=== block 1 ===
### Layout detail, block 1

Window x 73 to 98, y 95 to 120 um. Cells in gray, sequential cells in the stronger gray; small squares are vias.
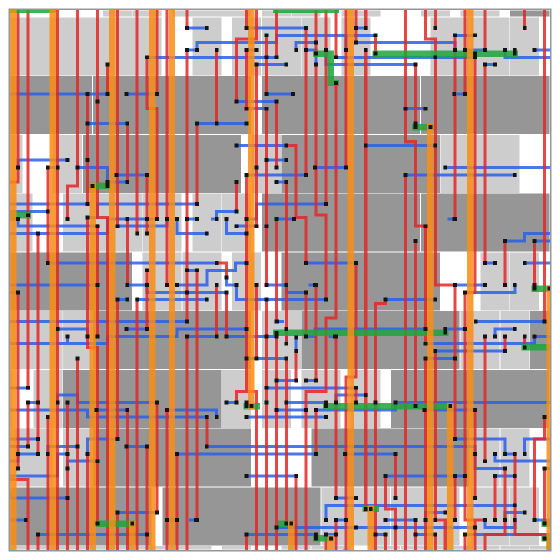
### Logic cells by family, block 1

(2 px per um)
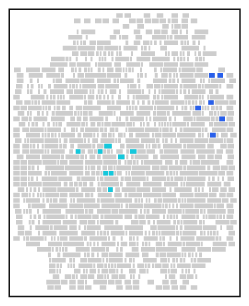
### Where the registers sit, block 1

(3 px per um) Other sequential cells in the stronger gray, the rest of the logic in the fainter gray.
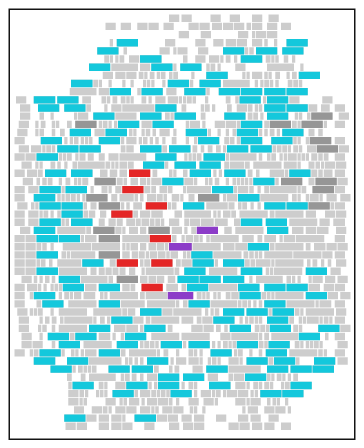
[config.mk]
export PLATFORM = sky130hd
export DESIGN_NAME = gnn_result_serializer
export DESIGN_NICKNAME = d
export VERILOG_FILES = /design/src/rtl/gnn_result_serializer.sv
export SDC_FILE = /design/constraint.sdc
export NUM_CORES = 1
export LEC_CHECK = 0
export CORE_ASPECT_RATIO = 1.25
export CORE_UTILIZATION = 53
export DETAILED_ROUTE_END_ITERATION = 10
export PLACE_DENSITY = 0.91
export SYNTH_ARGS = -nofsm -noshare
export SYNTH_HDL_FRONTEND = slang
export SYNTH_SLANG_ARGS = --single-unit
[constraint.sdc]
create_clock -name clk -period 3.9 [get_ports clk]
set_input_delay 1.17 -clock clk [delete_from_list [all_inputs] [get_ports clk]]
set_output_delay 1.17 -clock clk [all_outputs]
set_load 0.03 [all_outputs]
[src/rtl/gnn_result_serializer.sv]
// Collects the eight out0/out1 node results of a GNN layer as their ready
// flags rise, then streams them as one frame over a valid/ready port in slot
// order (slot k = 2*node + out). A sticky overrun flag records any result
// that was overwritten before use or that arrived while a frame was draining.
module gnn_result_serializer #(
  parameter int DATA_W = 21
) (
  input  logic                     clk,
  input  logic                     rst,
  input  logic signed [DATA_W-1:0] res0_node0,
  input  logic signed [DATA_W-1:0] res1_node0,
  input  logic signed [DATA_W-1:0] res0_node1,
  input  logic signed [DATA_W-1:0] res1_node1,
  input  logic signed [DATA_W-1:0] res0_node2,
  input  logic signed [DATA_W-1:0] res1_node2,
  input  logic signed [DATA_W-1:0] res0_node3,
  input  logic signed [DATA_W-1:0] res1_node3,
  input  logic                     rdy0_node0,
  input  logic                     rdy1_node0,
  input  logic                     rdy0_node1,
  input  logic                     rdy1_node1,
  input  logic                     rdy0_node2,
  input  logic                     rdy1_node2,
  input  logic                     rdy0_node3,
  input  logic                     rdy1_node3,
  output logic                     tx_valid,
  input  logic                     tx_ready,
  output logic signed [DATA_W-1:0] tx_data,
  output logic [2:0]               tx_idx,
  output logic                     tx_last,
  output logic                     frame_done,
  output logic [7:0]               frame_cnt,
  input  logic                     ovr_clr,
  output logic                     overrun
);

  typedef enum logic {COLLECT = 1'b0, SEND = 1'b1} state_t;

  state_t                     state_q, state_d;
  logic [7:0]                 rdy, prev_q, rise;
  logic [7:0]                 vld_q, vld_d;
  logic signed [DATA_W-1:0]   res    [8];
  logic signed [DATA_W-1:0]   slot_q [8];
  logic signed [DATA_W-1:0]   slot_d [8];
  logic [2:0]                 idx_q, idx_d;
  logic                       fd_q, fd_d;
  logic [7:0]                 cnt_q, cnt_d;
  logic                       ovr_q, ovr_d;
  logic                       ovr_evt;
  logic                       xfer;

  // Flatten the per-node ports into slot order k = 2*node + out.
  assign rdy = {rdy1_node3, rdy0_node3, rdy1_node2, rdy0_node2,
                rdy1_node1, rdy0_node1, rdy1_node0, rdy0_node0};
  assign res[0] = res0_node0;
  assign res[1] = res1_node0;
  assign res[2] = res0_node1;
  assign res[3] = res1_node1;
  assign res[4] = res0_node2;
  assign res[5] = res1_node2;
  assign res[6] = res0_node3;
  assign res[7] = res1_node3;

  // A ready flag already high when reset releases counts as a rise.
  assign rise = rdy & ~prev_q;
  assign xfer = (state_q == SEND) & tx_ready;

  // Next-state: capture in COLLECT, advance the read index in SEND.
  always_comb begin
    state_d = state_q;
    vld_d   = vld_q;
    slot_d  = slot_q;
    idx_d   = idx_q;
    fd_d    = 1'b0;
    cnt_d   = cnt_q;
    ovr_evt = 1'b0;
    if (state_q == COLLECT) begin
      for (int k = 0; k < 8; k++) begin
        if (rise[k]) begin
          slot_d[k] = res[k];
          vld_d[k]  = 1'b1;
          if (vld_q[k]) ovr_evt = 1'b1;
        end
      end
      // Captures made on this edge count toward a complete frame.
      if (&vld_d) begin
        state_d = SEND;
        idx_d   = 3'd0;
      end
    end else begin
      // Slots are frozen while draining; any new result is lost.
      ovr_evt = |rise;
      if (xfer) begin
        if (idx_q == 3'd7) begin
          state_d = COLLECT;
          vld_d   = 8'd0;
          idx_d   = 3'd0;
          fd_d    = 1'b1;
          cnt_d   = cnt_q + 8'd1;
        end else begin
          idx_d = idx_q + 3'd1;
        end
      end
    end
    // A new overrun event beats a simultaneous clear.
    ovr_d = ovr_evt ? 1'b1 : (ovr_clr ? 1'b0 : ovr_q);
  end

  // State register; prev_q tracks the ready levels every cycle in both states.
  always_ff @(posedge clk) begin
    if (rst) begin
      state_q <= COLLECT;
      prev_q  <= 8'd0;
      vld_q   <= 8'd0;
      idx_q   <= 3'd0;
      fd_q    <= 1'b0;
      cnt_q   <= 8'd0;
      ovr_q   <= 1'b0;
      for (int k = 0; k < 8; k++) slot_q[k] <= '0;
    end else begin
      state_q <= state_d;
      prev_q  <= rdy;
      vld_q   <= vld_d;
      idx_q   <= idx_d;
      fd_q    <= fd_d;
      cnt_q   <= cnt_d;
      ovr_q   <= ovr_d;
      for (int k = 0; k < 8; k++) slot_q[k] <= slot_d[k];
    end
  end

  // idx_q is held at 0 in COLLECT, so tx_data shows slot 0 there.
  assign tx_valid   = (state_q == SEND);
  assign tx_idx     = idx_q;
  assign tx_data    = slot_q[idx_q];
  assign tx_last    = tx_valid & (idx_q == 3'd7);
  assign frame_done = fd_q;
  assign frame_cnt  = cnt_q;
  assign overrun    = ovr_q;

endmodule

==> run notes <==
This note records the results obtained with Yosys and OpenROAD.

Routing
The average routed wire per standard cell is 21.0 um. Per the detail_route log, met3 wirelength is 1850 um. The length of the first detailed-routing pass in iterations is 6. The number of design rule violations left after detail routing is 0.

The routed design shows a via density per instance of 5.98.

Worst hold path
In the hold timing report, the worst path depth is 2.

Final layout
678 cells are multi-input combinational gates. Per the final report, the share of cell area in clock cells is 0.0537. The number of non-clock inverters is 7.

The area taken by multi-input logic gates is 4110 um2. The most frequently placed logic cell in the final layout is sky130_fd_sc_hd__nand2_1. Between the synthesized netlist and the finished layout, the area growth was recorded as 34.5%. Across the whole layout, storage elements account for 3970 um2. The net count of the finished layout is 1,318.

Global route
Entering global routing, the biggest net connects 90 pins. Total global-route track usage over all layers is 0.350. The number of antenna violations at the first check in global routing is 1.

Worst setup path
The largest single stage delay on the critical path is 590 ps. The worst register-to-register path begins at tx_valid$_SDFF_PP0_. STA shows the worst reg2reg path with a cell count of 4. The capture point of the worst register-to-register path is recorded as slot_q[44]$_SDFFE_PP0P_.

Synthesis
In this run, the synthesized area fraction spent on xor and xnor cells is recorded as 0.00625. The share of the Yosys chip area taken by registers is 0.471. For this run, the leading register cell type out of synthesis is sky130_fd_sc_hd__dfxtp_1. The area fraction of the dominant cell type after synthesis is 0.471.

The area recorded from the Yosys report for this design is 8410 um2. The cell area that synthesis handed to floorplanning was 8410 um2. The proportion of synthesized area in mux cells is 0.158. In the synthesized netlist, the dominant kind of combinational cell is simple AND/OR/NAND/NOR gates. For reference, the top cells by area after synthesis are sky130_fd_sc_hd__dfxtp_1, sky130_fd_sc_hd__nand2_1, sky130_fd_sc_hd__mux4_1.

Clock tree
The CTS buffer count is 17. The skew report gives the latency at the later pin of the worst-skew pair as 440 ps. The setup fix buffers added after clock tree synthesis is 0. Gates resized during post-CTS repair numbered 1.

Timing
The end-of-flow timing check tallies setup violations at 0. Setup repair after global routing left no endpoint under its margin.

Place
The final weighted congestion in routability-driven placement is 0.979. Per the detailed placement report, the placed cell area equals 10,700 um2.

Die
Across the placement rows, the number of tap cells is 212.

Outcome
The run finished with clean final reports.
## Picture notes: 'Layout detail' of block 1
blue -> metal 1
green -> metal 3
orange -> metal 4
red -> metal 2
netlist names of flops here include = `slot_q` (17), `frame_cnt` (1)
most frequent = nand2_1 (23), dfxtp_1 (18), a21oi_1 (13)
cells with their middle in the window = 60
sequential cells in the window = 18

## Picture notes: 'Logic cells by family' of block 1
cyan -> AND-OR and OR-AND gates  # cells 8, most used o21a_1, where middle
blue -> XOR/XNOR gates  # cells 6

## Picture notes: 'Where the registers sit' of block 1
cyan -> `slot_q`  # flops 168, where spread over the die
red -> `vld_q`  # flops 8, where middle
purple -> `tx_idx`  # flops 3

metrics by stage:
stage	instances	hold slack (ps)	setup slack, ps
after global routing	1359	473	27.6
after floorplan	951	432	985
after detailed placement	1328	445	466
final	1360	458	79.4
after CTS	1358	454	78.9
after global placement	1328	439	488
flip-flops by register name, summed over array words and instances (netlist names):
signal	count
frame_done	1
overrun	1
frame_cnt	8
tx_idx	3
slot_q	168
vld_q	8
tx_valid	1
prev_q	8
power breakdown:
| part | internal (mW) | switching, mW |
|---|---|---|
| clock network | 1.07 | 0.749 |
| logic | 0.327 | 0.312 |
| registers | 2.13 | 0.0918 |

=== block 2 ===
File: src/rtl/cpu_ctrl_pkg.sv
// Shared definitions for the 8-bit CPU control sequencer.
// Contents:
//   opcode_e      - 4-bit instruction opcodes (upper nibble of IR)
//   ctrl_word_t   - one bit per control strobe, plus an internal halt request
//   FETCH0_CW     - strobes for microstep 0 (PC -> MAR)
//   FETCH1_CW     - strobes for microstep 1 (RAM -> IR, PC++)
package cpu_ctrl_pkg;

  localparam int STEP_W = 3;

  typedef enum logic [3:0] {
    OP_NOP = 4'h0,
    OP_LDA = 4'h1,
    OP_ADD = 4'h2,
    OP_SUB = 4'h3,
    OP_STA = 4'h4,
    OP_LDI = 4'h5,
    OP_JMP = 4'h6,
    OP_JC  = 4'h7,
    OP_JZ  = 4'h8,
    OP_OUT = 4'hE,
    OP_HLT = 4'hF
  } opcode_e;

  // Bus strobe protocol: a *_write strobe means the module drives the bus,
  // a *_read strobe means it captures the bus. Strobes are held for the whole
  // cycle and acted on by the target at the next rising edge; there is no
  // back-pressure, so a target must always accept in the cycle it is strobed.
  typedef struct packed {
    logic mar_read;
    logic ram_read;
    logic ram_write;
    logic ir_read;
    logic ir_write;
    logic a_read;
    logic a_write;
    logic b_read;
    logic alu_write;
    logic alu_sub;
    logic flags_load;
    logic out_read;
    logic pc_inc;
    logic pc_write;
    logic pc_load;
    logic halt_req;   // not a port; tells the sequencer to stop
  } ctrl_word_t;

  localparam ctrl_word_t FETCH0_CW = '{mar_read: 1'b1, pc_write: 1'b1, default: 1'b0};
  localparam ctrl_word_t FETCH1_CW = '{ram_write: 1'b1, ir_read: 1'b1, pc_inc: 1'b1,
                                       default: 1'b0};

endpackage

File: src/rtl/microcode_rom.sv
// Combinational microcode table.
// Ports:
//   i_opcode - opcode from IR[7:4]
//   i_step   - current microstep
//   i_carry  - registered carry flag (only looked at in step 2)
//   i_zero   - registered zero flag (only looked at in step 2)
//   o_cw     - control word for this step
module microcode_rom
  import cpu_ctrl_pkg::*;
#(
  parameter int OPCODE_W = 4
) (
  input  logic [OPCODE_W-1:0] i_opcode,
  input  logic [STEP_W-1:0]   i_step,
  input  logic                i_carry,
  input  logic                i_zero,
  output ctrl_word_t          o_cw
);

  opcode_e w_op;
  assign w_op = opcode_e'(i_opcode[3:0]);

  always_comb begin
    o_cw = '0;
    case (i_step)
      // Fetch ignores the opcode: IR still holds the previous instruction here.
      3'd0: o_cw = FETCH0_CW;
      3'd1: o_cw = FETCH1_CW;
      3'd2: begin
        case (w_op)
          OP_LDA, OP_ADD, OP_SUB, OP_STA: begin
            o_cw.ir_write = 1'b1;
            o_cw.mar_read = 1'b1;
          end
          OP_LDI: begin
            o_cw.ir_write = 1'b1;
            o_cw.a_read   = 1'b1;
          end
          OP_JMP: begin
            o_cw.ir_write = 1'b1;
            o_cw.pc_load  = 1'b1;
          end
          OP_JC: begin
            o_cw.ir_write = i_carry;
            o_cw.pc_load  = i_carry;
          end
          OP_JZ: begin
            o_cw.ir_write = i_zero;
            o_cw.pc_load  = i_zero;
          end
          OP_OUT: begin
            o_cw.a_write  = 1'b1;
            o_cw.out_read = 1'b1;
          end
          OP_HLT:  o_cw.halt_req = 1'b1;
          default: o_cw = '0;
        endcase
      end
      3'd3: begin
        case (w_op)
          OP_LDA: begin
            o_cw.ram_write = 1'b1;
            o_cw.a_read    = 1'b1;
          end
          OP_ADD, OP_SUB: begin
            o_cw.ram_write = 1'b1;
            o_cw.b_read    = 1'b1;
          end
          OP_STA: begin
            o_cw.a_write  = 1'b1;
            o_cw.ram_read = 1'b1;
          end
          default: o_cw = '0;
        endcase
      end
      3'd4: begin
        if (w_op == OP_ADD || w_op == OP_SUB) begin
          o_cw.alu_write  = 1'b1;
          o_cw.a_read     = 1'b1;
          o_cw.flags_load = 1'b1;
          o_cw.alu_sub    = (w_op == OP_SUB);
        end
      end
      default: o_cw = '0;
    endcase
  end

endmodule

File: src/rtl/control_sequencer.sv
// Microcoded control unit: step counter, halt register and strobe outputs.
// Ports:
//   clk, rst            - clock, synchronous active-high reset
//   opcode              - IR[7:4]
//   carry_flag/zero_flag- registered ALU flags
//   step, halted        - sequencer state (also serves as debug view)
//   remaining outputs   - bus / PC / ALU control strobes, combinational
module control_sequencer
  import cpu_ctrl_pkg::*;
#(
  parameter int NUM_STEPS = 5,
  parameter int OPCODE_W  = 4
) (
  input  logic                clk,
  input  logic                rst,
  input  logic [OPCODE_W-1:0] opcode,
  input  logic                carry_flag,
  input  logic                zero_flag,
  output logic [2:0]          step,
  output logic                halted,
  output logic                mar_read,
  output logic                ram_read,
  output logic                ram_write,
  output logic                ir_read,
  output logic                ir_write,
  output logic                a_read,
  output logic                a_write,
  output logic                b_read,
  output logic                alu_write,
  output logic                alu_sub,
  output logic                flags_load,
  output logic                out_read,
  output logic                pc_inc,
  output logic                pc_write,
  output logic                pc_load
);

  localparam logic [STEP_W-1:0] LAST_STEP = STEP_W'(NUM_STEPS - 1);
  localparam logic [STEP_W-1:0] HALT_STEP = 3'd3;

  logic [STEP_W-1:0] r_step;
  logic              r_halted;
  ctrl_word_t        w_cw_raw;
  ctrl_word_t        w_cw;

  microcode_rom #(.OPCODE_W(OPCODE_W)) u_rom (
    .i_opcode (opcode),
    .i_step   (r_step),
    .i_carry  (carry_flag),
    .i_zero   (zero_flag),
    .o_cw     (w_cw_raw)
  );

  always_ff @(posedge clk) begin
    if (rst) begin
      r_step   <= '0;
      r_halted <= 1'b0;
    end else if (!r_halted) begin
      if (w_cw_raw.halt_req) begin
        // Park at step 3 explicitly so the frozen value does not depend on NUM_STEPS.
        r_halted <= 1'b1;
        r_step   <= HALT_STEP;
      end else if (r_step == LAST_STEP) begin
        r_step <= '0;
      end else begin
        r_step <= r_step + 3'd1;
      end
    end
  end

  assign w_cw = r_halted ? ctrl_word_t'('0) : w_cw_raw;

  assign step       = r_step;
  assign halted     = r_halted;
  assign mar_read   = w_cw.mar_read;
  assign ram_read   = w_cw.ram_read;
  assign ram_write  = w_cw.ram_write;
  assign ir_read    = w_cw.ir_read;
  assign ir_write   = w_cw.ir_write;
  assign a_read     = w_cw.a_read;
  assign a_write    = w_cw.a_write;
  assign b_read     = w_cw.b_read;
  assign alu_write  = w_cw.alu_write;
  assign alu_sub    = w_cw.alu_sub;
  assign flags_load = w_cw.flags_load;
  assign out_read   = w_cw.out_read;
  assign pc_inc     = w_cw.pc_inc;
  assign pc_write   = w_cw.pc_write;
  assign pc_load    = w_cw.pc_load;

endmodule

File: config.mk
export PLATFORM = sky130hd
export DESIGN_NAME = control_sequencer
export DESIGN_NICKNAME = d
export VERILOG_FILES = /design/src/rtl/cpu_ctrl_pkg.sv /design/src/rtl/microcode_rom.sv /design/src/rtl/control_sequencer.sv
export SDC_FILE = /design/constraint.sdc
export NUM_CORES = 1
export LEC_CHECK = 0
export CAP_MARGIN = 15
export CORE_MARGIN = 1
export CORE_UTILIZATION = 41
export CTS_CLUSTER_SIZE = 20
export DETAILED_ROUTE_END_ITERATION = 8
export HOLD_SLACK_MARGIN = 0.05
export PLACE_DENSITY = 0.83
export RECOVER_POWER = 25
export SYNTH_ARGS = -nofsm -noshare
export SYNTH_HDL_FRONTEND = slang
export SYNTH_SLANG_ARGS = --single-unit
File: constraint.sdc
create_clock -name clk -period 3.1 [get_ports clk]
set_input_delay 0.31 -clock clk [delete_from_list [all_inputs] [get_ports clk]]
set_output_delay 0.31 -clock clk [all_outputs]
set_load 0.1 [all_outputs]
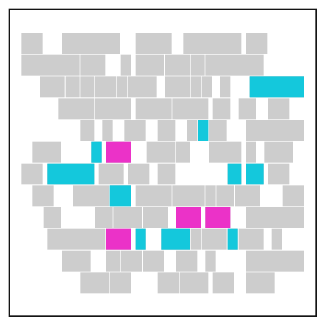
*Logic cells by family, block 2*
(8 px per um)
magenta -> AND-OR and OR-AND gates  # cells 4
cyan -> NOR gates  # cells 10, most used nor2_1

==> run notes <==
This note records the results obtained with Yosys and OpenROAD.

Pwr
The power report attributes to the clock group a share of 0.155. The overall power of the completed layout is 417 uW. The part of the power in registers is 0.157.

The leakage power is 0.326 nW.

Timing
The largest clock skew in the final design is 4.31 ps.

Outcome
The flow ran to the end, and the final reports show no timing, DRC or antenna violations.

Routing
The detailed-routing wirelength on met1 is 595 um. The highest metal layer carrying signal wires in the routed design is met3. According to the report, the first pass of detailed routing completed in 4 iterations.

Worst setup path
The category of the most critical setup path is in2out. The report puts the cell count of the worst reg-to-reg path at 4. The data required time at the worst endpoint is 2790 ps. The worst reg2reg path startpoint is step[2]$_SDFFE_PP0N_. For reference, the critical path is captured by a_write. The worst path arrival time is 2020 ps.

Worst hold path
The classification of the worst-slack hold path is reg2reg.

Global route
The number of global-route vias before repair is 500. In the global route stage, met1 resource usage came out at 0.299. The global-route wire length before repair is 2260 um. Entering global routing, the biggest net connects 15 pins.

Final layout
The core utilization of the finished layout is 0.714. The register with the most flip-flops in the layout has 3 of them.

Synthesis
The total cells reported by yosys after synthesis is 70. The number of nets in the synthesized netlist is 83. The post-synth count of flops with an enable pin is 0.

The area fraction of the dominant cell type after synthesis is 0.149.

Die
The die is 38.2 um wide. The row count is 12. Per the OpenROAD floorplan log, the area of the core is 1160 um2.

Clock tree
The post-CTS resize count is 0.

Place
The number of I/O port buffers is 26.
-- layout make-up --
class / count / share of cell area
multi-input cells: 54 / 0.517
flip-flops and latches: 4 / 0.0970
inverters: 5 / 0.0227
well taps: 14 / 0.0212
repair buffers: 26 / 0.315
clock buffers: 3 / 0.0273
-- power groups by stage --
stage	Clock (mW)	Sequential (mW)	Combinational [mW]
3_5_place_dp	0	0.0661	0.290
2_1_floorplan	0	0.102	0.193
3_3_place_gp	0	0.0655	0.288
5_1_grt	0.0697	0.0667	0.302
6_report	0.0647	0.0654	0.287
4_1_cts	0.0672	0.0652	0.290

=== block 3 ===
===== config.mk =====
export PLATFORM = sky130hd
export DESIGN_NAME = register_nbit_flat
export DESIGN_NICKNAME = d
export VERILOG_FILES = /design/src/rtl/register_nbit_pkg.sv /design/src/rtl/register_nbit_if.sv /design/src/rtl/register_nbit_address_detect.sv /design/src/rtl/register_nbit.sv /design/src/flat_wrapper.sv
export SDC_FILE = /design/constraint.sdc
export NUM_CORES = 1
export LEC_CHECK = 0
export ABC_CLOCK_PERIOD_IN_PS = 2500
export CORE_MARGIN = 5
export CORE_UTILIZATION = 31
export DETAILED_ROUTE_END_ITERATION = 12
export PLACE_DENSITY = 0.77
export SYNTH_ARGS = -nofsm -noshare
export SYNTH_HDL_FRONTEND = slang
export SYNTH_SLANG_ARGS = --single-unit

===== constraint.sdc =====
create_clock -name clk -period 2.5 [get_ports clk]
set_input_delay 0.5 -clock clk [delete_from_list [all_inputs] [get_ports clk]]
set_output_delay 0.5 -clock clk [all_outputs]
set_load 0.05 [all_outputs]

===== src/rtl/register_nbit_pkg.sv =====
// ============================================================================
// Module   : register_nbit_pkg
// Summary  : Shared types, default decode window and size-to-byte-enable
//            helper for the memory-mapped N-bit register.
// Revision : 1.0 - initial release
// ============================================================================
`default_nettype none

package register_nbit_pkg;

  typedef enum logic [1:0] {
    SIZE_8  = 2'b00,
    SIZE_16 = 2'b01,
    SIZE_32 = 2'b10,
    SIZE_64 = 2'b11
  } size_e;

  localparam logic [31:0] DEFAULT_BASE_ADDR = 32'h8000_0000;
  localparam logic [31:0] DEFAULT_ADDR_MASK = 32'hFFFF_FF00;

  // Byte lanes 0..(2^size)-1 are enabled; bit k enables byte k.
  function automatic logic [7:0] size_to_byte_en(input logic [1:0] size);
    case (size_e'(size))
      SIZE_8:  return 8'h01;
      SIZE_16: return 8'h03;
      SIZE_32: return 8'h0F;
      default: return 8'hFF;
    endcase
  endfunction

endpackage

`default_nettype wire


===== src/rtl/register_nbit_if.sv =====
// ============================================================================
// Module   : register_nbit_if
// Summary  : Bus bundle between a master and the N-bit register slave.
// Revision : 1.0 - initial release
// ============================================================================
`default_nettype none

interface register_nbit_if #(
  parameter int N = 32
) ();

  logic [31:0]  address;
  logic [N-1:0] wdata;
  logic         mem_write;
  logic         mem_read;
  logic [1:0]   size;
  logic         chip_select;
  logic [N-1:0] q;
  logic [N-1:0] rdata;
  logic         rdata_valid;

  modport master (
    output address, wdata, mem_write, mem_read, size,
    input  chip_select, q, rdata, rdata_valid
  );

  modport slave (
    input  address, wdata, mem_write, mem_read, size,
    output chip_select, q, rdata, rdata_valid
  );

endinterface

`default_nettype wire


===== src/rtl/register_nbit_address_detect.sv =====
// ============================================================================
// Module   : address_detect
// Summary  : Combinational address-window decoder, shared by peripherals.
// Revision : 1.0 - initial release
// ============================================================================
`default_nettype none

module address_detect #(
  parameter logic [31:0] base_address = 32'h8000_0000,
  parameter logic [31:0] address_mask = 32'hFFFF_FF00
) (
  input  wire logic [31:0] address,
  output logic             chip_select
);

  assign chip_select = ((address & address_mask) == (base_address & address_mask));

endmodule

`default_nettype wire


===== src/rtl/register_nbit.sv =====
// ============================================================================
// Module   : register_nbit
// Summary  : Memory-mapped N-bit storage register with window decode.
//            REGISTER_NBIT_PARTIAL_WRITE_EN enables size-based byte-lane
//            writes; otherwise every write loads all N bits.
// Revision : 1.0 - initial release
// ============================================================================
`default_nettype none

module register_nbit
  import register_nbit_pkg::*;
#(
  parameter int          N           = 32,
  parameter logic [31:0] BASE_ADDR   = DEFAULT_BASE_ADDR,
  parameter logic [31:0] ADDR_MASK   = DEFAULT_ADDR_MASK,
  parameter logic [N-1:0] RESET_VALUE = '0
) (
  input  wire logic       clk,
  input  wire logic       rst,
  register_nbit_if.slave  bus
);

  logic [N-1:0] q_q;
  logic [N-1:0] q_d;
  logic [N-1:0] bit_en;
  logic [7:0]   byte_en;
  logic         chip_select;
  logic         write_en;
  logic         read_en;

  address_detect #(
    .base_address (BASE_ADDR),
    .address_mask (ADDR_MASK)
  ) u_address_detect (
    .address     (bus.address),
    .chip_select (chip_select)
  );

  // Simultaneous strobes are illegal and suppress both operations.
  assign write_en = chip_select & bus.mem_write & ~bus.mem_read;
  assign read_en  = chip_select & bus.mem_read  & ~bus.mem_write;

`ifdef REGISTER_NBIT_PARTIAL_WRITE_EN
  assign byte_en = size_to_byte_en(bus.size);
`else
  logic unused_size;
  assign unused_size = ^bus.size;
  assign byte_en     = 8'hFF;
`endif

  // A partial top byte simply maps its bits onto that lane's enable.
  for (genvar i = 0; i < N; i++) begin : g_bit_en
    assign bit_en[i] = byte_en[i / 8];
  end

  always_comb begin
    q_d = q_q;
    if (write_en) begin
      q_d = (q_q & ~bit_en) | (bus.wdata & bit_en);
    end
  end

  always_ff @(posedge clk or posedge rst) begin
    if (rst) begin
      q_q <= RESET_VALUE;
    end else begin
      q_q <= q_d;
    end
  end

  assign bus.chip_select = chip_select;
  assign bus.q           = q_q;
  assign bus.rdata       = read_en ? q_q : '0;
  assign bus.rdata_valid = read_en;

endmodule

`default_nettype wire


===== src/flat_wrapper.sv =====
// flat-port wrapper written by rule: the top's interface ports become plain ports
module register_nbit_flat import register_nbit_pkg::*;
#(
  parameter int          N           = 32,
  parameter logic [31:0] BASE_ADDR   = DEFAULT_BASE_ADDR,
  parameter logic [31:0] ADDR_MASK   = DEFAULT_ADDR_MASK,
  parameter logic [N-1:0] RESET_VALUE = '0
)
  (clk, rst, bus_address, bus_wdata, bus_mem_write, bus_mem_read, bus_size, bus_chip_select, bus_q, bus_rdata, bus_rdata_valid);
  register_nbit_if #(.N(N)) bus_i ();
  input  wire logic clk;
  input  wire logic rst;
  input wire logic [$bits(bus_i.address)-1:0] bus_address;
  input wire logic [$bits(bus_i.wdata)-1:0] bus_wdata;
  input wire logic [$bits(bus_i.mem_write)-1:0] bus_mem_write;
  input wire logic [$bits(bus_i.mem_read)-1:0] bus_mem_read;
  input wire logic [$bits(bus_i.size)-1:0] bus_size;
  output wire logic [$bits(bus_i.chip_select)-1:0] bus_chip_select;
  output wire logic [$bits(bus_i.q)-1:0] bus_q;
  output wire logic [$bits(bus_i.rdata)-1:0] bus_rdata;
  output wire logic [$bits(bus_i.rdata_valid)-1:0] bus_rdata_valid;
  assign bus_i.address = bus_address;
  assign bus_i.wdata = bus_wdata;
  assign bus_i.mem_write = bus_mem_write;
  assign bus_i.mem_read = bus_mem_read;
  assign bus_i.size = bus_size;
  assign bus_chip_select = bus_i.chip_select;
  assign bus_q = bus_i.q;
  assign bus_rdata = bus_i.rdata;
  assign bus_rdata_valid = bus_i.rdata_valid;
  register_nbit #(.N(N), .BASE_ADDR(BASE_ADDR), .ADDR_MASK(ADDR_MASK), .RESET_VALUE(RESET_VALUE)) u_core (.clk(clk), .rst(rst), .bus(bus_i));
endmodule

==> run notes <==
This note records the results obtained with Yosys and OpenROAD.

Worst hold path
For the worst min-delay path, the startpoint reported by OpenROAD is u_core.bus.q[1]$_DFFE_PP0P_.

Pwr
The part of the power in registers is 0.462. The share of total power dissipated in the clock network is 0.440. In the power breakdown, the internal column shows 889 uW. The clock group total power is 493 uW.

Outcome
The final reports fail on negative setup slack. The flow ran to the end, but the final reports show violations.

Final layout
Fill cells in the final layout number 312. The area taken by multi-input logic gates is 800 um2.

Routing
For this block, the via count after detailed routing is 1,501.

Timing
The final report lists the setup-violating endpoint count as 33. The critical path in the final layout is reported with a setup slack of -170 ps.

Clock tree
The H-tree was split into 2 levels.

Synthesis
The number of enable-type register cells in the synthesized netlist is 0.

Worst setup path
The worst setup path endpoint is bus_rdata[8]. For the worst setup path, the data required time is 2000 ps.

Die
136 I/O pins were placed.

Job
Max-cap violations in this run came to 0.
## timing repair
item	CTS	global route
resized	81	36
setup endpoints to repair	34	33
pin swaps	9	10
setup buffers	3	2
cloned	3	0
## per-layer routing
layer / vias to the layer above / wire length [um]
met4: 0 / 123
met2: 84 / 3200
li1: 675 / -
met3: 7 / 572
met1: 735 / 2070
met5: - / 0
## final cells by class
type,count,area share
clock buffers,6,0.0206
clock inverters,2,0.00995
inverters,2,0.00213
multi-input cells,75,0.227
flip-flops and latches,32,0.227
well taps,67,0.0238
repair buffers,139,0.489
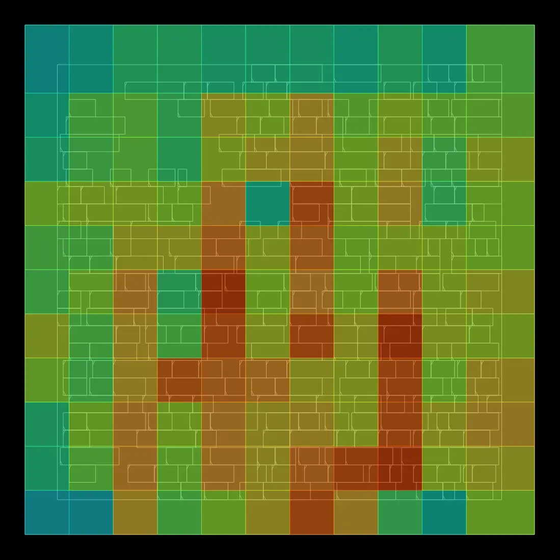
*Congestion heat map, block 3*
routed wire length per instance: 18.5 um
GR met1 Demand/Resource: 0.195
global router's overall resource usage: 0.191
post-route core utilization: 0.745

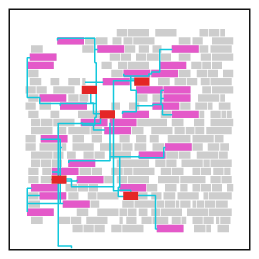
*Clock network drawn from the DEF, block 3*
(3 px per um)
red -> clock drivers  # count 5
magenta -> flip-flops  # count 32
cyan -> clock wires  # length 477 um
routed clock nets = 6


=== block 4 ===
===== src/rtl/jtroadf_gfxarb.sv =====
// Shares one SDRAM graphics read slot between the scroll and object fetchers,
// with a one-word tagged result register per requester so that repeated reads hit locally.
module jtroadf_gfxarb #(
   parameter int          AW         = 14,
   parameter logic [AW:0] OBJ_OFFSET = 15'h4000,
   parameter int          STARVE     = 4
)(
   input  logic          clk,
   input  logic          rst,
   input  logic          scr_cs,
   input  logic [AW-1:0] scr_addr,
   output logic [31:0]   scr_data,
   output logic          scr_ok,
   input  logic          obj_cs,
   input  logic [AW-1:0] obj_addr,
   output logic [31:0]   obj_data,
   output logic          obj_ok,
   output logic          rom_cs,
   output logic [AW:0]   rom_addr,
   input  logic [31:0]   rom_data,
   input  logic          rom_ok
);

   typedef enum logic [1:0] {IDLE, WAIT0, WAIT} state_t;

   state_t        state;
   logic [AW-1:0] scr_tag;
   logic [AW-1:0] obj_tag;
   logic [AW-1:0] lat_addr;
   logic          scr_vld;
   logic          obj_vld;
   logic          owner;
   logic [2:0]    starve_cnt;

   logic          scr_miss;
   logic          obj_miss;
   logic          take_obj;
   logic          own_cs;
   logic [AW-1:0] own_addr;
   logic          abort;

   assign scr_ok   = scr_cs & scr_vld & (scr_tag == scr_addr);
   assign obj_ok   = obj_cs & obj_vld & (obj_tag == obj_addr);
   assign scr_miss = scr_cs & ~scr_ok;
   assign obj_miss = obj_cs & ~obj_ok;

   // Scroll wins unless the object side has been passed over STARVE times in a row.
   assign take_obj = obj_miss & ((starve_cnt == 3'(STARVE)) | ~scr_miss);

   // owner=1 means the object fetcher holds the slot
   assign own_cs   = owner ? obj_cs   : scr_cs;
   assign own_addr = owner ? obj_addr : scr_addr;
   assign abort    = ~own_cs | (own_addr != lat_addr);

   always_ff @(posedge clk) begin
      if (rst) begin
         state      <= IDLE;
         rom_cs     <= 1'b0;
         rom_addr   <= '0;
         lat_addr   <= '0;
         owner      <= 1'b0;
         starve_cnt <= 3'd0;
         scr_tag    <= '0;
         scr_vld    <= 1'b0;
         scr_data   <= 32'd0;
         obj_tag    <= '0;
         obj_vld    <= 1'b0;
         obj_data   <= 32'd0;
      end else begin
         case (state)
            IDLE: begin
               if (scr_miss | obj_miss) begin
                  owner    <= take_obj;
                  lat_addr <= take_obj ? obj_addr : scr_addr;
                  rom_addr <= take_obj ? ({1'b0, obj_addr} + OBJ_OFFSET)
                                       : {1'b0, scr_addr};
                  rom_cs   <= 1'b1;
                  state    <= WAIT0;
               end
               if (take_obj | ~obj_miss)
                  starve_cnt <= 3'd0;
               else if (starve_cnt != 3'(STARVE))
                  starve_cnt <= starve_cnt + 3'd1;
            end
            // rom_ok may still be high from the previous access here
            WAIT0: state <= WAIT;
            WAIT: begin
               if (abort) begin
                  rom_cs <= 1'b0;
                  state  <= IDLE;
               end else if (rom_ok) begin
                  if (owner) begin
                     obj_data <= rom_data;
                     obj_tag  <= lat_addr;
                     obj_vld  <= 1'b1;
                  end else begin
                     scr_data <= rom_data;
                     scr_tag  <= lat_addr;
                     scr_vld  <= 1'b1;
                  end
                  rom_cs <= 1'b0;
                  state  <= IDLE;
               end
            end
            default: state <= IDLE;
         endcase
      end
   end

endmodule


===== config.mk =====
export PLATFORM = sky130hd
export DESIGN_NAME = jtroadf_gfxarb
export DESIGN_NICKNAME = d
export VERILOG_FILES = /design/src/rtl/jtroadf_gfxarb.sv
export SDC_FILE = /design/constraint.sdc
export NUM_CORES = 1
export LEC_CHECK = 0
export ABC_CLOCK_PERIOD_IN_PS = 2400
export CAP_MARGIN = 20
export CELL_PAD_IN_SITES_DETAIL_PLACEMENT = 1
export CELL_PAD_IN_SITES_GLOBAL_PLACEMENT = 1
export CORE_MARGIN = 5
export CORE_UTILIZATION = 32
export CTS_CLUSTER_SIZE = 12
export DETAILED_ROUTE_END_ITERATION = 8
export GPL_TIMING_DRIVEN = 0
export PLACE_DENSITY = 0.75
export SLEW_MARGIN = 20
export SYNTH_ARGS = -nofsm -noshare
export SYNTH_HDL_FRONTEND = slang
export SYNTH_SLANG_ARGS = --single-unit
export TNS_END_PERCENT = 20

===== constraint.sdc =====
create_clock -name clk -period 2.4 [get_ports clk]
set_input_delay 0.48 -clock clk [delete_from_list [all_inputs] [get_ports clk]]
set_output_delay 0.48 -clock clk [all_outputs]
set_load 0.01 [all_outputs]

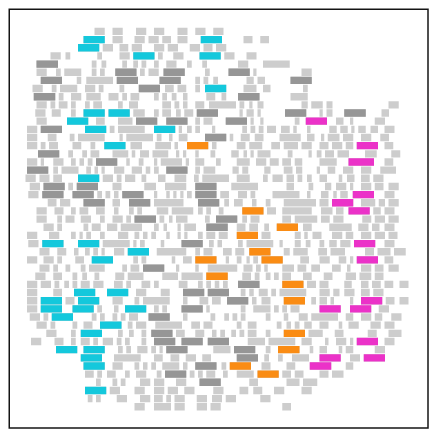
*Where the registers sit, block 4*
(3 px per um) Other sequential cells in the stronger gray, the rest of the logic in the fainter gray.
magenta -> `rom_addr`  # flops 15
cyan -> `obj_data`  # flops 32, where a column on the left
orange -> `obj_tag`  # flops 14

==> run notes <==
This note records the results obtained with Yosys and OpenROAD.

Synthesis
The net count entering floorplan is 692. The parity-gate share of the synthesized area counting xor and xnor cells is 0.0707. The total cells reported by yosys after synthesis is 625. The most common cell in the netlist is sky130_fd_sc_hd__dfxtp_1. The number of enable-type register cells in the synthesized netlist is 0.

For this run, the register share of the synthesized area comes to 0.432.

Routing
The detailed-routing wirelength on met1 is 9520 um. The iteration-0 DRC count of the detailed router is 242.

Final layout
Of the total standard cell area in the layout, the sequential portion is 0.273. The layout has 5 inverters outside the clock class. The most frequently placed logic cell in the final layout is sky130_fd_sc_hd__clkdlybuf4s50_1. The most common logic cells in the final layout are sky130_fd_sc_hd__clkdlybuf4s50_1, sky130_fd_sc_hd__dfxtp_1, sky130_fd_sc_hd__nand3_1. The number of combinational gates with multiple inputs is 445.

Timing
The highest clock rate this design can be run at is 385 MHz. Setup repair after global routing could not meet its margin everywhere. Across all setup checks in the final design, the least slack found is -195 ps. Setup violations remaining at the end of the flow were counted as 96.

Pwr
The cell-internal power is 3.68 mW. The power report attributes to the combinational group a share of 0.127. The combinational logic power is 637 uW.

Dividing total power by cell area gives a power density of 595 nW/um2.

Global route
The routing layer with the top usage in global route is met2. The global-route met2 utilization is 0.397. The largest net degree at the start of global routing is 17.

Job
Across all stage logs, warnings added up to 29.

Worst setup path
The peak per-stage delay on the critical path is 620 ps. For this design, the slowest cell found on the critical path is sky130_fd_sc_hd__or4_4.

Outcome
The final reports fail on negative setup slack. The flow ran to the end, but the final reports show violations.

Die
The die boundary width is 139 um. The placeable core region is 16,500 um2.

Clock tree
The post-CTS resize count is 102. The CTS tree is built.
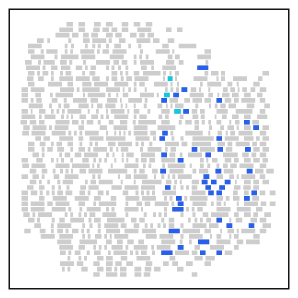
*Logic cells by family, block 4*
(2 px per um)
cyan -> AND-OR and OR-AND gates  # cells 3
blue -> XOR/XNOR gates  # cells 43, most used xor2_1

## worst paths after layout
path / start / to / slack (ps)
setup / recovery: rom_addr[14]$_SDFFE_PP0P_ / scr_tag[8]$_SDFFE_PP0P_ / -200
hold / removal: obj_data[3]$_SDFFE_PP0P_ / obj_data[3]$_SDFFE_PP0P_ / 460
setup reg to reg: rom_addr[14]$_SDFFE_PP0P_ / scr_tag[8]$_SDFFE_PP0P_ / -200
hold reg to reg: obj_data[3]$_SDFFE_PP0P_ / obj_data[3]$_SDFFE_PP0P_ / 460

=== block 5 ===
### Signal wires on met1, block 5

(2 px per um)
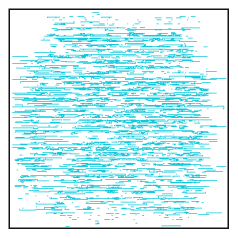
### config.mk
export PLATFORM = sky130hd
export DESIGN_NAME = oet_sort_engine
export DESIGN_NICKNAME = d
export VERILOG_FILES = /design/src/rtl/oet_sort_engine.sv
export SDC_FILE = /design/constraint.sdc
export NUM_CORES = 1
export LEC_CHECK = 0
export CAP_MARGIN = 20
export CORE_MARGIN = 2
export CORE_UTILIZATION = 45
export DETAILED_ROUTE_END_ITERATION = 7
export PLACE_DENSITY_LB_ADDON = 0.15
export SKIP_CTS_REPAIR_TIMING = 1
export SKIP_LAST_GASP = 1
export SLEW_MARGIN = 15
export SYNTH_ARGS = -nofsm -noshare
export SYNTH_HDL_FRONTEND = slang
export SYNTH_SLANG_ARGS = --single-unit
### constraint.sdc
create_clock -name clk -period 2.5 [get_ports clk]
set_input_delay 0.5 -clock clk [delete_from_list [all_inputs] [get_ports clk]]
set_output_delay 0.5 -clock clk [all_outputs]
set_load 0.02 [all_outputs]
### src/rtl/oet_sort_engine.sv
// oet_sort_engine
//   Sorts N keys of WIDTH bits by sequential odd-even transposition. The
//   engine runs one compare-exchange phase per clock across all disjoint
//   adjacent pairs. It stops early once two consecutive phases make no swap.
//   Each key carries its original index, and equal keys never swap, so the
//   sort is stable.
//
// Ports
//   clk         rising-edge clock
//   rst         asynchronous reset, active low (0 = reset)
//   in_valid    job offered; accepted on an edge while in_ready = 1
//   in_ready    engine idle and able to accept a job
//   in_data     N keys, element 0 first
//   in_descend  0 = ascending, 1 = descending; sampled at accept
//   out_valid   sorted result held and offered to the consumer
//   out_ready   consumer takes the result
//   out_data    sorted keys (meaningful only while out_valid = 1)
//   out_index   original position of each out_data element
//   out_phases  number of phases executed for the job
//   busy        high while sorting or holding a result
module oet_sort_engine #(
  parameter int N      = 6,
  parameter int WIDTH  = 8,
  parameter bit SIGNED = 1'b0,
  parameter int IDXW   = (N > 1) ? $clog2(N) : 1,
  parameter int PW     = $clog2(N + 1)
) (
  input  logic                       clk,
  input  logic                       rst,
  input  logic                       in_valid,
  output logic                       in_ready,
  input  logic [N-1:0][WIDTH-1:0]    in_data,
  input  logic                       in_descend,
  output logic                       out_valid,
  input  logic                       out_ready,
  output logic [N-1:0][WIDTH-1:0]    out_data,
  output logic [N-1:0][IDXW-1:0]     out_index,
  output logic [PW-1:0]              out_phases,
  output logic                       busy
);

  typedef enum logic [1:0] {IDLE, SORT, HOLD} state_t;

  state_t                    state_reg, state_next;
  logic [N-1:0][WIDTH-1:0]   key_reg, key_next;
  logic [N-1:0][IDXW-1:0]    tag_reg, tag_next, tag_init;
  logic [PW-1:0]             phase_reg;      // phases executed so far
  logic                      desc_reg;
  logic                      prev_swap_reg;  // previous phase exchanged a pair
  logic [N-1:0]              swap;           // swap[k]: pair (k,k+1) exchanges now
  logic                      any_swap;
  logic                      last_phase;

  genvar gi;
  generate
    for (gi = 0; gi < N; gi++) begin : g_elem
      assign tag_init[gi] = IDXW'(gi);

      // Pair (gi, gi+1) takes part when its left index has the phase parity.
      // A strict compare leaves equal keys in place.
      if (gi < N - 1) begin : g_pair
        localparam logic PAR = 1'(gi % 2);
        logic gt, lt;
        if (SIGNED) begin : g_signed
          assign gt = $signed(key_reg[gi]) > $signed(key_reg[gi+1]);
          assign lt = $signed(key_reg[gi]) < $signed(key_reg[gi+1]);
        end else begin : g_unsigned
          assign gt = key_reg[gi] > key_reg[gi+1];
          assign lt = key_reg[gi] < key_reg[gi+1];
        end
        assign swap[gi] = (phase_reg[0] == PAR) && (desc_reg ? lt : gt);
      end else begin : g_no_pair
        assign swap[gi] = 1'b0;
      end

      // Active pairs are disjoint, so each slot takes its value from at most
      // one neighbour. Tags follow their keys.
      if (gi > 0 && gi < N - 1) begin : g_mid
        assign key_next[gi] = swap[gi] ? key_reg[gi+1] : (swap[gi-1] ? key_reg[gi-1] : key_reg[gi]);
        assign tag_next[gi] = swap[gi] ? tag_reg[gi+1] : (swap[gi-1] ? tag_reg[gi-1] : tag_reg[gi]);
      end else if (gi < N - 1) begin : g_first
        assign key_next[gi] = swap[gi] ? key_reg[gi+1] : key_reg[gi];
        assign tag_next[gi] = swap[gi] ? tag_reg[gi+1] : tag_reg[gi];
      end else if (gi > 0) begin : g_last
        assign key_next[gi] = swap[gi-1] ? key_reg[gi-1] : key_reg[gi];
        assign tag_next[gi] = swap[gi-1] ? tag_reg[gi-1] : tag_reg[gi];
      end else begin : g_single
        assign key_next[gi] = key_reg[gi];
        assign tag_next[gi] = tag_reg[gi];
      end
    end
  endgenerate

  assign any_swap = |swap;

  // Finish after phase N-1. Finish earlier once two consecutive phases,
  // one of each parity, have left every adjacent pair in order.
  assign last_phase = (phase_reg == PW'(N - 1)) ||
                      ((phase_reg != '0) && !prev_swap_reg && !any_swap);

  always_ff @(posedge clk or negedge rst) begin
    if (!rst) state_reg <= IDLE;
    else      state_reg <= state_next;
  end

  always_comb begin
    state_next = state_reg;
    in_ready   = 1'b0;
    out_valid  = 1'b0;
    busy       = 1'b0;
    case (state_reg)
      IDLE: begin
        in_ready = 1'b1;
        if (in_valid) state_next = SORT;
      end
      SORT: begin
        busy = 1'b1;
        if (last_phase) state_next = HOLD;
      end
      HOLD: begin
        busy      = 1'b1;
        out_valid = 1'b1;
        if (out_ready) state_next = IDLE;
      end
      default: state_next = IDLE;
    endcase
  end

  // Working registers. After the final phase, phase_reg holds the number of
  // phases executed, and it stays unchanged through HOLD.
  always_ff @(posedge clk or negedge rst) begin
    if (!rst) begin
      key_reg       <= '0;
      tag_reg       <= '0;
      phase_reg     <= '0;
      desc_reg      <= 1'b0;
      prev_swap_reg <= 1'b0;
    end else begin
      case (state_reg)
        IDLE: begin
          if (in_valid) begin
            key_reg       <= in_data;
            tag_reg       <= tag_init;
            desc_reg      <= in_descend;
            phase_reg     <= '0;
            prev_swap_reg <= 1'b0;
          end
        end
        SORT: begin
          key_reg       <= key_next;
          tag_reg       <= tag_next;
          prev_swap_reg <= any_swap;
          phase_reg     <= phase_reg + PW'(1);
        end
        default: ;
      endcase
    end
  end

  assign out_data   = key_reg;
  assign out_index  = tag_reg;
  assign out_phases = phase_reg;

endmodule

==> run notes <==
This note records the results obtained with Yosys and OpenROAD.

Outcome
The flow ran to the end, but the final reports show violations. The checks that failed: negative setup slack.

Synthesis
According to the Yosys statistics, the synthesized design has a chip area of 4940 um2. Ranked by instance count, the synthesized netlist is headed by sky130_fd_sc_hd__dfrtp_1, sky130_fd_sc_hd__a21oi_1, sky130_fd_sc_hd__mux2i_1, sky130_fd_sc_hd__nand2_1, sky130_fd_sc_hd__nor2_1. The synthesized design contains 0 enable-type register cells.

Worst setup path
The category of the most critical setup path is reg2reg. The reg2reg setup slack is -270 ps. In this run the worst setup path begins at out_data[39]$_DFFE_PN0P_. For the worst reg-to-reg path, the startpoint reported by OpenROAD is out_data[39]$_DFFE_PN0P_.

Clock tree
Clock tree synthesis found a total of 73 sinks. Per the CTS log, the root buffer master is sky130_fd_sc_hd__clkbuf_8. TritonCTS built the clock tree.

Final layout
By instance count after routing, the leading logic cell type is sky130_fd_sc_hd__clkdlybuf4s50_1. Summing all multi-input logic gate instances after layout gives 3200 um2.

Global route
The global-route met1 utilization is 0.347. The global-route wire length before repair is 24,300 um.

Timing
The last timing report of the flow puts the setup violation total at 38. The worst setup slack after layout is -272 ps. The final-report hold violation count is 0.

Place
The cell count after placement is 871.
About 'Signal wires on met1' of block 5:
longest straight run = 35.9 um
wire length on this layer = 7,260 um

==> layout make-up <==
class | count | share of cell area
clock buffer | 10 | 0.0167
clock inverter | 6 | 0.00883
inverter | 47 | 0.0234
multi-input combinational | 412 | 0.418
sequential | 73 | 0.241
tap | 140 | 0.0229
timing repair buffer | 218 | 0.268
==> cells by family (layout without fill, tap and decap cells) <==
kind of cell	after synthesis	after routing
and+or+nand+nor	139	140
AOI/OAI and AO/OA	158	158
buffers and inverters	75	281
DFF	73	73
adders and majority gates	46	46
muxes	68	68

=== block 6 ===
### Where the registers sit, block 6

(4 px per um) Other sequential cells in the stronger gray, the rest of the logic in the fainter gray.
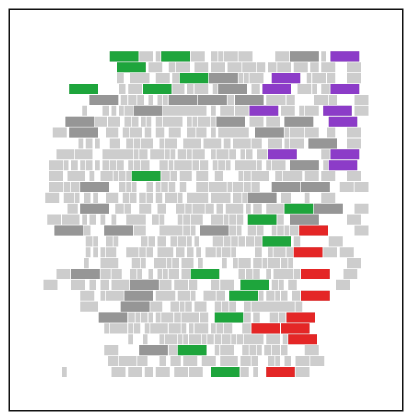
### Layout detail, block 6

Window x 61 to 86, y 62 to 87 um. Cells in gray, sequential cells in the stronger gray; small squares are vias.
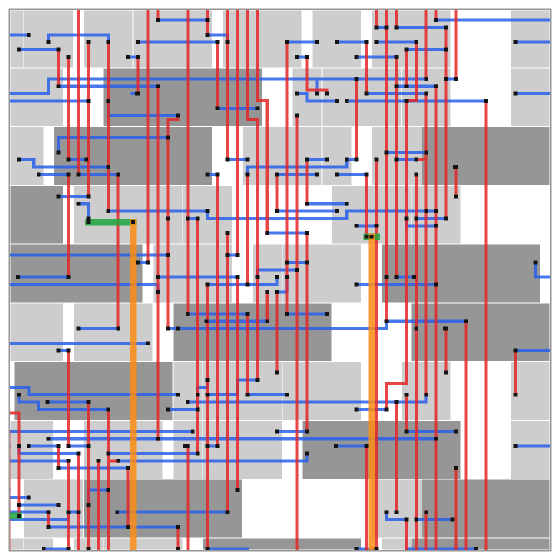
===== config.mk =====
export PLATFORM = sky130hd
export DESIGN_NAME = update_global_lvl_state
export DESIGN_NICKNAME = d
export VERILOG_FILES = /design/src/rtl/update_global_lvl_state.sv
export SDC_FILE = /design/constraint.sdc
export NUM_CORES = 1
export LEC_CHECK = 0
export ABC_CLOCK_PERIOD_IN_PS = 5300
export CORE_AREA = 8 8 90 92
export CTS_CLUSTER_SIZE = 10
export DETAILED_ROUTE_END_ITERATION = 6
export DIE_AREA = 0 0 98 100
export GPL_ROUTABILITY_DRIVEN = 1
export PLACE_DENSITY = 0.95
export SYNTH_ARGS = -nofsm -noshare
export SYNTH_HDL_FRONTEND = slang
export SYNTH_SLANG_ARGS = --single-unit

===== constraint.sdc =====
create_clock -name clk -period 5.3 [get_ports clk]
set_input_delay 1.06 -clock clk [delete_from_list [all_inputs] [get_ports clk]]
set_output_delay 1.06 -clock clk [all_outputs]
set_load 0.05 [all_outputs]

===== src/rtl/update_global_lvl_state.sv =====
// update_global_lvl_state: pushes or backtracks the global decision level and mirrors it into the lvl-state BRAM
module update_global_lvl_state #(
    parameter int WIDTH_LVL              = 16,
    parameter int WIDTH_BIN_ID           = 10,
    parameter int WIDTH_LVL_STATES       = 11,
    parameter int ADDR_WIDTH_LVLS_STATES = 9
) (
    input  logic                              clk,
    input  logic                              rst,
    input  logic                              start_push,
    input  logic [WIDTH_BIN_ID-1:0]           push_bin_i,
    input  logic                              start_clear,
    input  logic [WIDTH_LVL-1:0]              clear_lvl_i,
    output logic                              apply_update_o,
    output logic                              done_update,
    output logic [WIDTH_LVL-1:0]              cur_lvl_o,
    output logic                              overflow_o,
    output logic                              ram_we_l_state_o,
    output logic [WIDTH_LVL_STATES-1:0]       ram_data_l_state_o,
    output logic [ADDR_WIDTH_LVLS_STATES-1:0] ram_addr_l_state_o
);
    typedef enum logic [1:0] {IDLE, PUSH, CLEAR, DONE} state_t;
    localparam logic [WIDTH_LVL-1:0] MAX_LVL = WIDTH_LVL'((1 << ADDR_WIDTH_LVLS_STATES) - 1);
    localparam logic [WIDTH_LVL-1:0] ONE = WIDTH_LVL'(1);
    state_t                            state_q, state_d;
    logic [WIDTH_LVL-1:0]              cur_lvl_q, cur_lvl_d, tgt_q, tgt_d;
    logic [WIDTH_BIN_ID-1:0]           bin_q, bin_d;
    logic                              ovf_q, ovf_d, we_q, we_d, done_q, done_d, full;
    logic [ADDR_WIDTH_LVLS_STATES-1:0] addr_q, addr_d;
    logic [WIDTH_LVL_STATES-1:0]       data_q, data_d;
    assign full               = cur_lvl_q >= MAX_LVL;
    assign apply_update_o     = we_q;
    assign ram_we_l_state_o   = we_q;
    assign ram_addr_l_state_o = addr_q;
    assign ram_data_l_state_o = data_q;
    assign done_update        = done_q;
    assign cur_lvl_o          = cur_lvl_q;
    assign overflow_o         = ovf_q;
    // next state, level bookkeeping and the write-port command registered for the following cycle
    always_comb begin
        state_d   = state_q;
        cur_lvl_d = cur_lvl_q;
        tgt_d     = tgt_q;
        bin_d     = bin_q;
        ovf_d     = ovf_q;
        we_d      = 1'b0;
        addr_d    = '0;
        data_d    = '0;
        done_d    = state_q == DONE;
        case (state_q)
            IDLE: begin
                if (start_clear) begin
                    tgt_d   = clear_lvl_i;
                    state_d = clear_lvl_i < cur_lvl_q ? CLEAR : DONE;
                end else if (start_push) begin
                    bin_d   = push_bin_i;
                    state_d = PUSH;
                end
            end
            PUSH: begin
                we_d      = !full;
                addr_d    = full ? '0 : ADDR_WIDTH_LVLS_STATES'(cur_lvl_q + ONE);
                data_d    = full ? '0 : WIDTH_LVL_STATES'({bin_q, 1'b0});
                cur_lvl_d = full ? cur_lvl_q : cur_lvl_q + ONE;
                ovf_d     = ovf_q | full;
                state_d   = DONE;
            end
            CLEAR: begin
                we_d      = 1'b1;
                addr_d    = ADDR_WIDTH_LVLS_STATES'(cur_lvl_q);
                cur_lvl_d = cur_lvl_q - ONE;
                state_d   = cur_lvl_d == tgt_q ? DONE : CLEAR;
            end
            default: state_d = IDLE;
        endcase
    end
    // state and output registers; reset abandons any operation in flight
    always_ff @(posedge clk) begin
        if (rst) begin
            state_q   <= IDLE;
            cur_lvl_q <= '0;
            tgt_q     <= '0;
            bin_q     <= '0;
            ovf_q     <= 1'b0;
            we_q      <= 1'b0;
            addr_q    <= '0;
            data_q    <= '0;
            done_q    <= 1'b0;
        end else begin
            state_q   <= state_d;
            cur_lvl_q <= cur_lvl_d;
            tgt_q     <= tgt_d;
            bin_q     <= bin_d;
            ovf_q     <= ovf_d;
            we_q      <= we_d;
            addr_q    <= addr_d;
            data_q    <= data_d;
            done_q    <= done_d;
        end
    end
endmodule


==> run notes <==
This note records the results obtained with Yosys and OpenROAD.

Die
According to the floorplan report, the total die area is 9800 um2. The number of I/O pins is 70. The design received a total of 80 well taps at floorplan.

The core region is 6640 um2.

Clock tree
The root buffer cell chosen for the clock tree is sky130_fd_sc_hd__clkbuf_8. For this design, the CTS-stage hold fixing added 0 buffers. The clock-pin slew reported for the worst setup and hold paths after clock tree synthesis is 90 ps.

Worst setup path
The worst register-to-register path ends at cur_lvl_o[12]$_SDFFE_PP0P_. The kind of cell with the highest combined delay on the critical path is buffers and inverters.

Synthesis
The total cells reported by yosys after synthesis is 470. The cell-mix breakdown from Yosys lists the compound-gate area share as 0.164. Post-synthesis, Yosys gives the total cell area as 3720 um2.

Outcome
The run finished with clean final reports.

Routing
The iteration-0 DRC count of the detailed router is 395. Detailed routing placed a total of 5050 um of wire on met2. The routed wire length is 10,300 um.

Final layout
The net count of the finished layout is 571. The storage element area is 1320 um2. The library cell used most frequently in the layout, excluding fill and tap cells, is sky130_fd_sc_hd__clkdlybuf4s50_1.

The most common logic cells in the final layout are sky130_fd_sc_hd__clkdlybuf4s50_1, sky130_fd_sc_hd__dfxtp_1, sky130_fd_sc_hd__a21oi_1. Per the final report, the share of cell area in non-clock buffers is 0.152. The cell area after layout is 4590 um2. The number of combinational gates with multiple inputs is 351. The number of standard cells in the layout, taps in and fillers out is 605.

Place
After detailed placement, the design holds a cell count of 589.

Pwr
The power report attributes to the clock group a share of 0.191. Summed over all cells, the static leakage comes to 1.78 nW.

Global route
Routing resource usage on met3 recorded by global route was 0.0429. Routing resource usage on met1 recorded by global route was 0.242.
## Picture notes: 'Where the registers sit' of block 6
green -> `cur_lvl_o`  # flops 16
red -> `ram_addr_l_state_o`  # flops 9, where bottom right
purple -> `ram_data_l_state_o`  # flops 10, where top right
not colored = 31

## Picture notes: 'Layout detail' of block 6
green -> metal 3
red -> metal 2
blue -> metal 1
orange -> metal 4
sequential cells in the window = 11
netlist names of flops here include = `ram_data_l_state_o` (8), `bin_q` (3)
most frequent = dfxtp_1 (11), and2_1 (10), clkdlybuf4s50_1 (9)
cells with their middle in the window = 44

## how the worst max path moves through the flow
stage | slack (ps) | from | end
after floorplan | 2700 | cur_lvl_o[0]$_SDFFE_PP0P_ | state_q[0]$_SDFFE_PP0P_
after detailed placement | 2040 | rst | state_q[0]$_SDFFE_PP0P_
after CTS | 2340 | cur_lvl_o[9]$_SDFFE_PP0P_ | cur_lvl_o[9]
after global routing | 2100 | rst | state_q[0]$_SDFFE_PP0P_
after global placement | 2100 | rst | state_q[0]$_SDFFE_PP0P_
final | 2320 | rst | state_q[0]$_SDFFE_PP0P_


## Gallery

Signal wires on met1.
shot_01.png
(3 px per um)
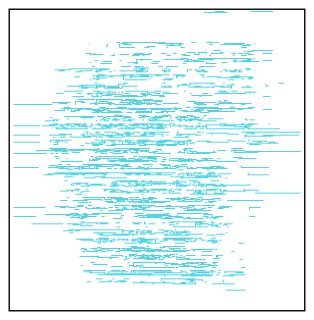
shot_02.png
(2 px per um)
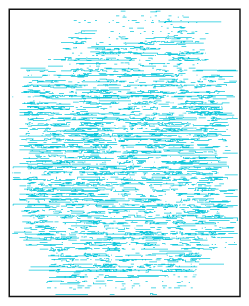
shot_03.png
(2 px per um)
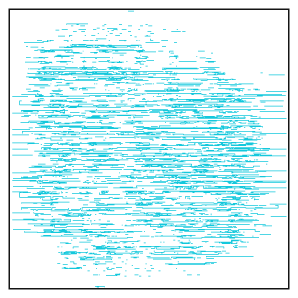
shot_04.png
(3 px per um)
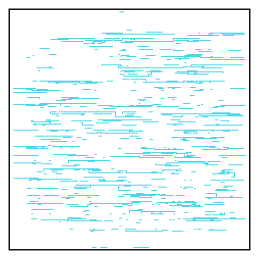
shot_05.png
(8 px per um)
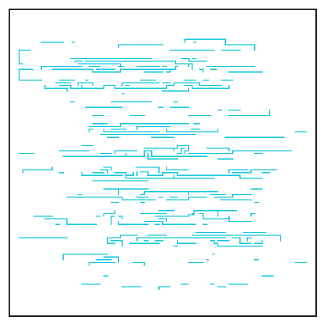
| picture | from |
|---|---|
| shot_01.png | block 6 |
| shot_02.png | block 1 |
| shot_04.png | block 3 |
| shot_03.png | block 4 |
| shot_05.png | block 2 |
- smallest die: shot_05.png
- largest die: shot_03.png

Power figures rest on the tool's default switching activity, not on a simulated workload.
